=== design 1 ===
$ cat config.mk
export PLATFORM = sky130hd
export DESIGN_NAME = flop_compare_seq
export DESIGN_NICKNAME = d
export VERILOG_FILES = /design/src/rtl/flop_compare_seq.sv
export SDC_FILE = /design/constraint.sdc
export NUM_CORES = 1
export LEC_CHECK = 0
export CORE_MARGIN = 1.5
export CORE_UTILIZATION = 40
export DETAILED_ROUTE_END_ITERATION = 8
export PLACE_DENSITY = 0.65
export RECOVER_POWER = 100
export SLEW_MARGIN = 10
export SYNTH_ARGS = -nofsm -noshare
export SYNTH_HDL_FRONTEND = slang
export SYNTH_SLANG_ARGS = --single-unit
$ cat constraint.sdc
create_clock -name clk -period 2.6 [get_ports clk]
set_input_delay 0.52 -clock clk [delete_from_list [all_inputs] [get_ports clk]]
set_output_delay 0.52 -clock clk [all_outputs]
set_load 0.02 [all_outputs]
$ cat src/rtl/flop_compare_seq.sv
// Stimulus/clock sequencer for flop equivalence benches: strobes stimulus, drives a
// flop-generated DUT clock well clear of stimulus changes, and tallies per-check results.
module flop_compare_seq #(
  parameter int NCHK   = 4,
  parameter int CW     = 16,
  parameter int SETTLE = 1
) (
  input  logic            clk,
  input  logic            reset,
  input  logic            start,
  input  logic            abort,
  input  logic [CW-1:0]   num_iters,
  input  logic [NCHK-1:0] cfg_mask,
  input  logic [NCHK-1:0] ok,
  output logic            stim_load,
  output logic            dut_clk,
  output logic            busy,
  output logic            done,
  output logic            pass,
  output logic            aborted,
  output logic [CW-1:0]   fail_count,
  output logic [CW-1:0]   first_fail_iter,
  output logic [NCHK-1:0] first_fail_vec
);

  localparam int SW = (SETTLE > 1) ? $clog2(SETTLE) : 1;
  localparam logic [SW-1:0] SETTLE_LAST = SW'(SETTLE - 1);

  typedef enum logic [2:0] {
    S_IDLE, S_LOAD, S_SETTLE, S_RISE, S_CHECK, S_FALL, S_DONE
  } state_t;

  state_t          r_state;
  state_t          w_next;
  logic [CW-1:0]   r_num_iters;
  logic [CW-1:0]   r_iter;
  logic [CW-1:0]   r_fail_count;
  logic [CW-1:0]   r_first_fail_iter;
  logic [CW-1:0]   w_iter_inc;
  logic [NCHK-1:0] r_mask;
  logic [NCHK-1:0] r_first_fail_vec;
  logic [NCHK-1:0] w_ok_strict;
  logic [NCHK-1:0] w_fail_vec;
  logic [SW-1:0]   r_settle_cnt;
  logic            r_dut_clk;
  logic            r_pass;
  logic            r_aborted;
  logic            w_abort_act;

  // A check passes only on a solid 1; X or Z from a broken pair must read as a failure.
  always_comb begin
    w_ok_strict = '0;
    for (int i = 0; i < NCHK; i++) w_ok_strict[i] = (ok[i] === 1'b1);
  end

  assign w_fail_vec  = r_mask & ~w_ok_strict;
  assign w_iter_inc  = r_iter + CW'(1);
  assign w_abort_act = abort && (r_state inside {S_LOAD, S_SETTLE, S_RISE, S_CHECK, S_FALL});

  always_comb begin
    // NOTE: every comb output gets a default first so no path can infer a latch.
    w_next = r_state;
    unique case (r_state)
      S_IDLE:   if (start) w_next = (num_iters == '0) ? S_DONE : S_LOAD;
      S_LOAD:   w_next = w_abort_act ? S_FALL : S_SETTLE;
      S_SETTLE: begin
        if (w_abort_act)                      w_next = S_FALL;
        else if (r_settle_cnt == SETTLE_LAST) w_next = S_RISE;
      end
      S_RISE:   w_next = w_abort_act ? S_FALL : S_CHECK;
      S_CHECK:  w_next = S_FALL;
      S_FALL:   w_next = (w_abort_act || r_aborted || w_iter_inc == r_num_iters) ? S_DONE : S_LOAD;
      S_DONE:   w_next = S_IDLE;
      default:  w_next = S_IDLE;
    endcase
  end

  // NOTE: sequential state uses non-blocking assignments so all flops update together.
  always_ff @(posedge clk or posedge reset) begin
    if (reset) begin
      r_state           <= S_IDLE;
      r_dut_clk         <= 1'b0;
      r_num_iters       <= '0;
      r_mask            <= '0;
      r_iter            <= '0;
      r_settle_cnt      <= '0;
      r_fail_count      <= '0;
      r_first_fail_iter <= '0;
      r_first_fail_vec  <= '0;
      r_pass            <= 1'b0;
      r_aborted         <= 1'b0;
    end else begin
      r_state   <= w_next;
      // The DUT clock comes straight from a flop so it is glitch-free.
      r_dut_clk <= (w_next == S_RISE) || (w_next == S_CHECK);
      unique case (r_state)
        S_IDLE: begin
          if (start) begin
            r_num_iters       <= num_iters;
            r_mask            <= cfg_mask;
            r_iter            <= '0;
            r_fail_count      <= '0;
            r_first_fail_iter <= '0;
            r_first_fail_vec  <= '0;
            r_aborted         <= 1'b0;
            r_pass            <= (num_iters == '0);
          end
        end
        S_LOAD: begin
          r_settle_cnt <= '0;
          if (w_abort_act) r_aborted <= 1'b1;
        end
        S_SETTLE: begin
          r_settle_cnt <= r_settle_cnt + SW'(1);
          if (w_abort_act) r_aborted <= 1'b1;
        end
        S_RISE: if (w_abort_act) r_aborted <= 1'b1;
        S_CHECK: begin
          if (w_abort_act) begin
            r_aborted <= 1'b1;
          end else if (w_fail_vec != '0) begin
            r_fail_count <= r_fail_count + CW'(1);
            if (r_fail_count == '0) begin
              r_first_fail_iter <= r_iter;
              r_first_fail_vec  <= w_fail_vec;
            end
          end
        end
        S_FALL: begin
          r_iter <= w_iter_inc;
          if (w_abort_act) r_aborted <= 1'b1;
          if (w_next == S_DONE) r_pass <= (r_fail_count == '0) && !r_aborted && !w_abort_act;
        end
        default: ;
      endcase
    end
  end

  assign stim_load       = (r_state == S_LOAD);
  assign dut_clk         = r_dut_clk;
  assign busy            = (r_state != S_IDLE);
  assign done            = (r_state == S_DONE);
  assign pass            = r_pass;
  assign aborted         = r_aborted;
  assign fail_count      = r_fail_count;
  assign first_fail_iter = r_first_fail_iter;
  assign first_fail_vec  = r_first_fail_vec;

endmodule

==> impl_metrics.yaml <==
# generated from flow reports
status:
  status: "finished, final reports clean"
synth:
  synth_top_cell_by_area: "dfrtp_1"
  top_cells_by_count: "118 x nand2_1, 79 x dfrtp_1, 50 x o21ai_0"
  yosys.cell_count.top_type: "nand2_1"
  ys.flops: 79
  ys.flop_type: "dfrtp_1"
  ys_sh_mux: 0.00233
  ys_async_sr_fraction: 1.00
  netlist_logic_family_top: "simple AND/OR/NAND/NOR gates"
pwr:
  p_switching_mw: 1.75
  switching_share: 0.400
  finalPower_mw: 4.37
  seq_power_share: 0.384
  powerClk_uw: 871
die:
  fp_util: 0.415
  die_h_um: 107
  die-area_um2: 11400
cells_and_area:
  mostFrequentLayoutCells: "118 x nand2_1, 79 x dfrtp_1, 50 x o21ai_0, 42 x dlygate4sd3_1, 29 x nor2_1"
  drive_above_1_share: 0.0769
  area_delta_synth_final_pct: 23.4
  clock_area_frac: 0.0337
global_route:
  grt_max_degree: 49
  grtUsageMet2: 0.300
route:
  wl_per_cell_um: 14.4
  ant_nets: 0
  first_iter_violations: 185
  drt_wl_total_um: 10200
critical_path:
  crit_required_ps: 2080
  cpPeakStageDelay_ps: 550
cts:
  ctsResizeCount: 0
run:
  tool_warnings: 27
final_timing:
  setup_tns_ps: 0
[worst register-to-register path, stage by stage (launching register included)]
cell	delay, ps
dfrtp_1	530
nand4_2	270
nor4_1	350
buf_4	180
xnor2_1	120
o211ai_1	170
nor4b_4	380
mux2i_1	250
[worst paths after layout]
path / to / cells past startpoint / startpoint
max: busy / 4 / r_state[2]
min: first_fail_iter[11] / 2 / first_fail_iter[11]
max reg2reg: pass / 7 / r_iter[4]
max in group asynchronous: first_fail_iter[9] / 3 / reset
min in group asynchronous: fail_count[2] / 2 / reset
min reg2reg: first_fail_iter[11] / 2 / first_fail_iter[11]
Design 1, register map, names as in the netlist:
Other sequential cells in the stronger grey, the rest of the logic in the fainter grey.
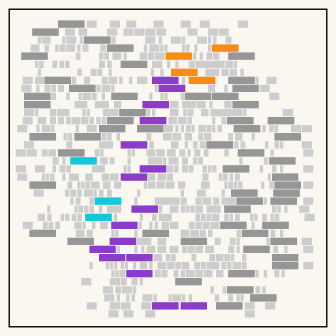
r_num_iters: marked purple, sequential cells 16. r_mask: marked orange, sequential cells 4, where top centre. r_state: marked cyan, sequential cells 3.

Design 1, cell outlines without signal wires:
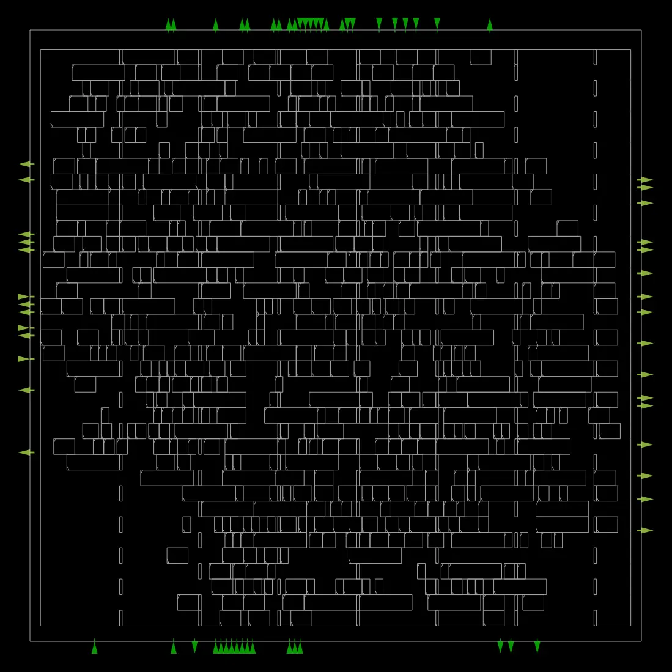
sequential cell count: 79
Final Util: 0.512
Finished Layout Cells: 708
# fillers: 1012


=== design 2 ===
Design 2, M1 wires:
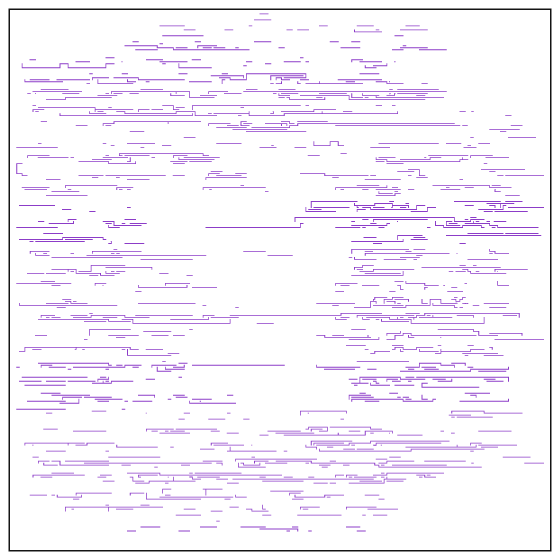
Design 2, cell outlines without signal wires:
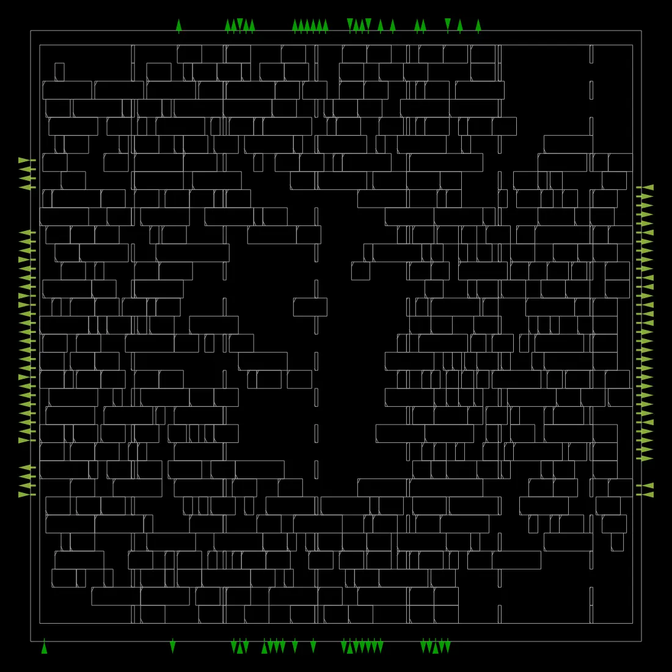
Design 2, M2 wires:
Cells faint in the background.
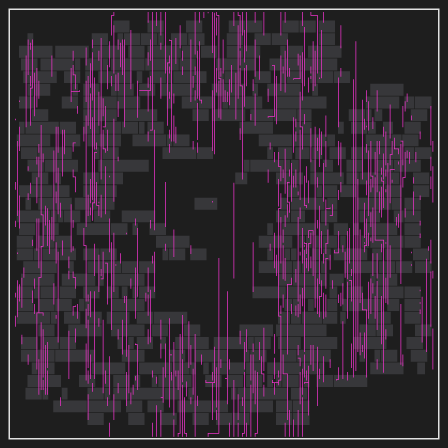
**config.mk**
```make
export PLATFORM = sky130hd
export DESIGN_NAME = demux16_router
export DESIGN_NICKNAME = d
export VERILOG_FILES = /design/src/rtl/demux_defs_pkg.sv /design/src/rtl/demux_slot.sv /design/src/rtl/demux16_router.sv
export SDC_FILE = /design/constraint.sdc
export NUM_CORES = 1
export LEC_CHECK = 0
export CORE_UTILIZATION = 40
export CTS_CLUSTER_DIAMETER = 120
export CTS_CLUSTER_SIZE = 30
export DETAILED_ROUTE_END_ITERATION = 8
export PLACE_DENSITY = 0.79
export REMOVE_ABC_BUFFERS = 1
export SYNTH_ARGS = -nofsm -noshare
export SYNTH_HDL_FRONTEND = slang
export SYNTH_HIERARCHICAL = 1
export SYNTH_SLANG_ARGS = --single-unit
```
**constraint.sdc**
```tcl
create_clock -name clock -period 3.85 [get_ports clock]
set_input_delay 0.77 -clock clock [delete_from_list [all_inputs] [get_ports clock]]
set_output_delay 0.77 -clock clock [all_outputs]
set_load 0.005 [all_outputs]
```
**src/rtl/demux_defs_pkg.sv**
```systemverilog
// demux_defs: shared definitions for the demux16_router block.
//   WIDTH_DEF   default data word width
//   NCH_DEF     number of output channels (fixed at 4)
//   SEL_W       width of the destination select
//   CNT_W       width of the routed-transfer counter
//   ch_sel_e    channel index enumeration (register file, memory, I/O, debug)
//   sel_onehot  decodes a channel index into a one-hot channel mask
package demux_defs;

  localparam int WIDTH_DEF = 16;
  localparam int NCH_DEF   = 4;
  localparam int SEL_W     = 2;
  localparam int CNT_W     = 16;

  typedef enum logic [SEL_W-1:0] {
    CH_REGF = 2'd0,
    CH_MEM  = 2'd1,
    CH_IO   = 2'd2,
    CH_DBG  = 2'd3
  } ch_sel_e;

  function automatic logic [NCH_DEF-1:0] sel_onehot(input ch_sel_e sel);
    logic [NCH_DEF-1:0] hot;
    hot = '0;
    case (sel)
      CH_REGF: hot = 4'b0001;
      CH_MEM:  hot = 4'b0010;
      CH_IO:   hot = 4'b0100;
      CH_DBG:  hot = 4'b1000;
      default: hot = '0;
    endcase
    return hot;
  endfunction

endpackage

```
**src/rtl/demux_slot.sv**
```systemverilog
// demux_slot: one-entry holding register for a single output channel.
//   clock     system clock
//   reset     synchronous active-high reset (clears valid and data)
//   load      write ld_data into the slot this cycle (only asserted when free)
//   drain_rdy consumer ready; the held word leaves when valid && drain_rdy
//   ld_data   word to capture
//   valid     slot holds a word
//   data      held word
//   free      slot can accept a word this cycle (empty, or draining now)
module demux_slot
  import demux_defs::*;
#(
  parameter int WIDTH = WIDTH_DEF
) (
  input  logic             clock,
  input  logic             reset,
  input  logic             load,
  input  logic             drain_rdy,
  input  logic [WIDTH-1:0] ld_data,
  output logic             valid,
  output logic [WIDTH-1:0] data,
  output logic             free
);

  logic             valid_q, valid_d;
  logic [WIDTH-1:0] data_q, data_d;

  // A full slot that drains this cycle can take a new word on the same edge.
  assign free = !valid_q || drain_rdy;

  always_comb begin
    valid_d = valid_q;
    data_d  = data_q;
    if (load) begin
      valid_d = 1'b1;
      data_d  = ld_data;
    end else if (valid_q && drain_rdy) begin
      valid_d = 1'b0;
    end
  end

  always_ff @(posedge clock) begin
    if (reset) begin
      valid_q <= 1'b0;
      data_q  <= '0;
    end else begin
      valid_q <= valid_d;
      data_q  <= data_d;
    end
  end

  assign valid = valid_q;
  assign data  = data_q;

endmodule

```
**src/rtl/demux16_router.sv**
```systemverilog
// demux16_router: one-to-four 16-bit demultiplexer with per-channel
// one-entry holding slots and valid/ready handshakes.
//   clock, reset        system clock, synchronous active-high reset
//   in_data/in_sel      word to route and its destination channel
//   in_bcast            broadcast request (only honoured with DEMUX_BCAST_EN)
//   in_valid/in_ready   producer handshake
//   out_data            channel k data on bits [k*WIDTH +: WIDTH]
//   out_valid/out_ready per-channel consumer handshake
//   routed_cnt          count of accepted input transfers, wraps at 2^16
// Build option: define DEMUX_BCAST_EN to let in_bcast load all four slots
// with one transfer; otherwise in_bcast is ignored.
module demux16_router
  import demux_defs::*;
#(
  parameter int WIDTH = WIDTH_DEF,
  parameter int NCH   = NCH_DEF
) (
  input  logic                 clock,
  input  logic                 reset,
  input  logic [WIDTH-1:0]     in_data,
  input  logic [SEL_W-1:0]     in_sel,
  input  logic                 in_bcast,
  input  logic                 in_valid,
  output logic                 in_ready,
  output logic [NCH*WIDTH-1:0] out_data,
  output logic [NCH-1:0]       out_valid,
  input  logic [NCH-1:0]       out_ready,
  output logic [CNT_W-1:0]     routed_cnt
);

  logic [NCH-1:0]   sel_hot;
  logic [NCH-1:0]   slot_free;
  logic [NCH-1:0]   slot_load;
  logic             bcast_req;
  logic             accept;
  logic [CNT_W-1:0] cnt_q, cnt_d;

  assign sel_hot = sel_onehot(ch_sel_e'(in_sel));

`ifdef DEMUX_BCAST_EN
  assign bcast_req = in_bcast;
`else
  logic unused_bcast;
  assign unused_bcast = in_bcast;
  assign bcast_req    = 1'b0;
`endif

  // Ready depends only on slot occupancy, out_ready and the select, never on
  // in_valid. Held low during reset so no handshake completes on that edge.
  always_comb begin
    in_ready = 1'b0;
    if (!reset) begin
      if (bcast_req) in_ready = &slot_free;
      else           in_ready = |(slot_free & sel_hot);
    end
  end

  assign accept = in_valid && in_ready;

  always_comb begin
    slot_load = '0;
    if (accept) slot_load = bcast_req ? '1 : sel_hot;
  end

  // A broadcast counts as one transfer.
  always_comb begin
    cnt_d = cnt_q + {{(CNT_W-1){1'b0}}, accept};
  end

  always_ff @(posedge clock) begin
    if (reset) cnt_q <= '0;
    else       cnt_q <= cnt_d;
  end

  assign routed_cnt = cnt_q;

  for (genvar k = 0; k < NCH; k++) begin : g_slot
    demux_slot #(.WIDTH(WIDTH)) u_slot (
      .clock     (clock),
      .reset     (reset),
      .load      (slot_load[k]),
      .drain_rdy (out_ready[k]),
      .ld_data   (in_data),
      .valid     (out_valid[k]),
      .data      (out_data[k*WIDTH +: WIDTH]),
      .free      (slot_free[k])
    );
  end

endmodule

```
==> impl_metrics.yaml <==
# generated from flow reports
route:
  drc: 0
  wl_met2_um: 3620
worst_hold_path:
  hold_path_class: "flop to flop"
critical_path:
  crit_path_cell_trace: "clkdlybuf4s50_1 -> mux4_2 -> nor2b_1 -> clkdlybuf4s50_1"
  cp_num_cells: 4
  cp-startpoint: "in_sel[0]"
  rr_worst_depth: 8
synth:
  yosys.cell_types.count: 31
  netlist_logic_family_top: "multiplexers"
  yosys.cell_count.top_type: "dfxtp_1"
  synth_warnings: 6
  area_leaders: "dfxtp_1 52%, mux2i_1 20%, nor2_1 8.8%, buf_12 2.5%, xnor2_1 2.2%"
  yosys_cells: 311
  syn_inst: 311
cts:
  cts.sinks: 84
status:
  status: "finished, final reports clean"
run:
  maxCapViolCount: 0
cells_and_area:
  drive_above_1_share: 0.0638
  n_antenna_cell: 0
final_timing:
  setup_tns_ps: 0
  hold_violations: 0
  period_needed_ps: 3240
placement:
  dp_cells: 509
  io_buffer_count: 109
pwr:
  p_comb_frac: 0.074
global_route:
  antenna_found_initial: 0
  gr-total-overflow: 0
  grt-busiest-layer: "met2"
die:
  die-area_um2: 8450
## Picture notes: 'M1 wires' of design 2
The wires run mostly horizontal. The layer holds 44% of the routed length. 390 nets have wire on it.

## Picture notes: 'cell outlines without signal wires' of design 2
fraction of area in registers: 0.368
core area: 7770 um^2

## Picture notes: 'M2 wires' of design 2
The layer carries 3620 um of wire. The layer holds 48% of the routed length. 387 nets have wire on it. The longest straight run is 70.7 um.

-- worst reg2reg max path: cells and delay by family (launching register included) --
family                     cells  cell delay, ps
AOI/OAI and AO/OA              1             160
adders and majority gates      1             240
DFF                            1             310
muxes                          1             250
and+or+nand+nor                5            1280
-- layout make-up --
cell class                 count  area, um^2  share of cell area
sequential                    84        1680               0.368
multi-input combinational    203        1370               0.300
timing repair buffer         114        1120               0.246
clock buffer                  10         128              0.0280
tap                          102         128              0.0280
clock inverter                 6         111              0.0244
inverter                       6        22.5             0.00493

=== design 3 ===
Design 3, cell density map:
The die is cut into 14 by 14 equal tiles; white is low, dark blue is high, 0 to 100% covered.
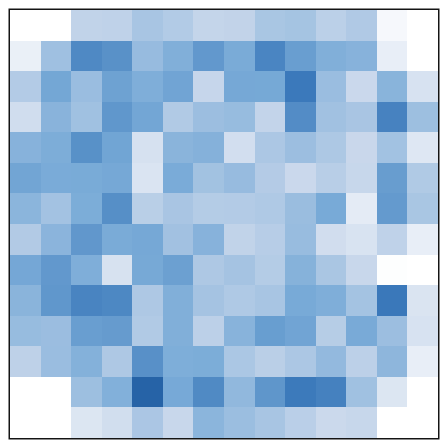
**src/rtl/shift_stage.sv**
```systemverilog
// rtl/shift_stage.sv - two-register pipelined shift execution stage
//
// mshifter32: combinational 32-bit barrel shifter, five mux levels.
//   data     in  32  value to shift
//   shiftby  in   5  shift amount
//   shiftdir in   1  0 = left, 1 = right
//   shifta   in   1  arithmetic fill for right shifts
//   result   out 32  shifted value
//
// shift_stage: issue -> operand register -> shifter -> result register -> writeback.
//   clk, rst                      clock, asynchronous active-high reset
//   flush                         synchronous kill of both pipeline registers
//   in_valid/in_ready             issue handshake (in_ready is combinational)
//   in_op, in_rs, in_rt,
//   in_shamt, in_rd               decoded shift operation
//   out_valid/out_ready           writeback handshake
//   out_result, out_rd,
//   out_illegal                   registered result fields

module mshifter32 (
    input  logic [31:0] data,
    input  logic [4:0]  shiftby,
    input  logic        shiftdir,
    input  logic        shifta,
    output logic [31:0] result
);

    function automatic logic [31:0] bit_rev(input logic [31:0] v);
        logic [31:0] r;
        for (int i = 0; i < 32; i++) begin
            r[i] = v[31 - i];
        end
        return r;
    endfunction

    logic        fill;
    logic [31:0] x;

    // Left shifts reuse the right-shift network on bit-reversed data, so
    // only one five-level mux chain exists.
    always_comb begin
        fill = shifta & shiftdir & data[31];
        x    = shiftdir ? data : bit_rev(data);
        if (shiftby[0]) x = {fill, x[31:1]};
        if (shiftby[1]) x = {{2{fill}}, x[31:2]};
        if (shiftby[2]) x = {{4{fill}}, x[31:4]};
        if (shiftby[3]) x = {{8{fill}}, x[31:8]};
        if (shiftby[4]) x = {{16{fill}}, x[31:16]};
        result = shiftdir ? x : bit_rev(x);
    end

endmodule

module shift_stage (
    input  logic        clk,
    input  logic        rst,
    input  logic        flush,
    input  logic        in_valid,
    output logic        in_ready,
    input  logic [2:0]  in_op,
    input  logic [31:0] in_rs,
    input  logic [31:0] in_rt,
    input  logic [4:0]  in_shamt,
    input  logic [4:0]  in_rd,
    output logic        out_valid,
    input  logic        out_ready,
    output logic [31:0] out_result,
    output logic [4:0]  out_rd,
    output logic        out_illegal
);

    logic        s1_valid;
    logic [2:0]  s1_op;
    logic [31:0] s1_rt;
    logic [4:0]  s1_amount;
    logic [4:0]  s1_rd;

    logic        s2_valid;
    logic [31:0] s2_result;
    logic [4:0]  s2_rd;
    logic        s2_illegal;

    logic        adv2;
    logic        in_illegal;
    logic [4:0]  in_amount;
    logic        s1_illegal;
    logic [31:0] sh_result;

    assign adv2     = !s2_valid || out_ready;
    assign in_ready = !s1_valid || adv2;

    // Opcodes x01 are illegal; their amount is forced to zero so the shifter
    // passes rt through untouched (op[1]=0 also selects a left shift).
    assign in_illegal = (in_op[1:0] == 2'b01);
    assign in_amount  = in_illegal ? 5'd0 : (in_op[2] ? in_rs[4:0] : in_shamt);
    assign s1_illegal = (s1_op[1:0] == 2'b01);

    mshifter32 u_shifter (
        .data     (s1_rt),
        .shiftby  (s1_amount),
        .shiftdir (s1_op[1]),
        .shifta   (s1_op[1] & s1_op[0]),
        .result   (sh_result)
    );

    always_ff @(posedge clk or posedge rst) begin
        if (rst) begin
            s1_valid   <= 1'b0;
            s1_op      <= 3'd0;
            s1_rt      <= 32'd0;
            s1_amount  <= 5'd0;
            s1_rd      <= 5'd0;
            s2_valid   <= 1'b0;
            s2_result  <= 32'd0;
            s2_rd      <= 5'd0;
            s2_illegal <= 1'b0;
        end else if (flush) begin
            s1_valid <= 1'b0;
            s2_valid <= 1'b0;
        end else begin
            if (adv2) begin
                s2_valid <= s1_valid;
                if (s1_valid) begin
                    s2_result  <= sh_result;
                    s2_rd      <= s1_rd;
                    s2_illegal <= s1_illegal;
                end
            end
            // in_ready already accounts for stage 1 draining on this edge.
            if (in_ready) begin
                s1_valid <= in_valid;
                if (in_valid) begin
                    s1_op     <= in_op;
                    s1_rt     <= in_rt;
                    s1_amount <= in_amount;
                    s1_rd     <= in_rd;
                end
            end
        end
    end

    assign out_valid   = s2_valid;
    assign out_result  = s2_result;
    assign out_rd      = s2_rd;
    assign out_illegal = s2_illegal;

endmodule

```
**config.mk**
```make
export PLATFORM = sky130hd
export DESIGN_NAME = shift_stage
export DESIGN_NICKNAME = d
export VERILOG_FILES = /design/src/rtl/shift_stage.sv
export SDC_FILE = /design/constraint.sdc
export NUM_CORES = 1
export LEC_CHECK = 0
export ABC_AREA = 1
export CORE_MARGIN = 2
export CORE_UTILIZATION = 33
export CTS_BUF_LIST = sky130_fd_sc_hd__clkbuf_4 sky130_fd_sc_hd__clkbuf_8
export CTS_CLUSTER_DIAMETER = 150
export DETAILED_ROUTE_END_ITERATION = 7
export GPL_TIMING_DRIVEN = 0
export MAX_ROUTING_LAYER = met4
export PLACE_DENSITY_LB_ADDON = 0.08
export RECOVER_POWER = 100
export SETUP_SLACK_MARGIN = 0.02
export SLEW_MARGIN = 30
export SYNTH_ARGS = -nofsm -noshare
export SYNTH_HDL_FRONTEND = slang
export SYNTH_SLANG_ARGS = --single-unit
```
**constraint.sdc**
```tcl
create_clock -name clk -period 8.1 [get_ports clk]
set_input_delay 2.43 -clock clk [delete_from_list [all_inputs] [get_ports clk]]
set_output_delay 2.43 -clock clk [all_outputs]
set_load 0.02 [all_outputs]
```
==> impl_metrics.yaml <==
# generated from flow reports
status:
  status: "finished with violations"
  violations: "max-capacitance violations, max-slew violations"
synth:
  synth.avg_cell_area_um2: 7.06
  yosys_cells: 825
  xor_area_frac: 0
die:
  tapCellCount: 225
  die_h_um: 137
placement:
  placed_area_um2: 7070
worst_hold_path:
  whs_path_depth: 2
cells_and_area:
  clock_area_frac: 0.0285
  logic_gate_count: 660
  nets: 1013
cts:
  clockBufferDepth: 2
pwr:
  p_switching_uw: 804
global_route:
  track_usage: 0.224
run:
  maxCapViolCount: 2
final_timing:
  maxSlewViolCount: 87
  period_needed_ps: 6290
critical_path:
  r2r_start: "out_valid"
route:
  drc: 0
About 'cell density map' of design 3:
6.6% of the tiles are nearly empty. The mean over all tiles is 37%. 0.50% of the tiles are over 75% full. The fullest tile reaches 79%.

## routing by layer
layer	share of wire	wire, um	global-route usage
met1	0.48	9370	0.318
met2	0.44	8610	0.334
met3	0.056	1090	0.0337
met4	0.018	350	0.0607
met5	0	0	-
## state kept, by name (all words and copies together), names as in the netlist
name	cells
out_result	32
s1_op	2
s1_rd	5
out_rd	5
out_illegal	1
out_valid	1
s1_amount	5
s1_rt	32
s1_valid	1

No activity file was given, so power comes from the tool's default toggle rates.
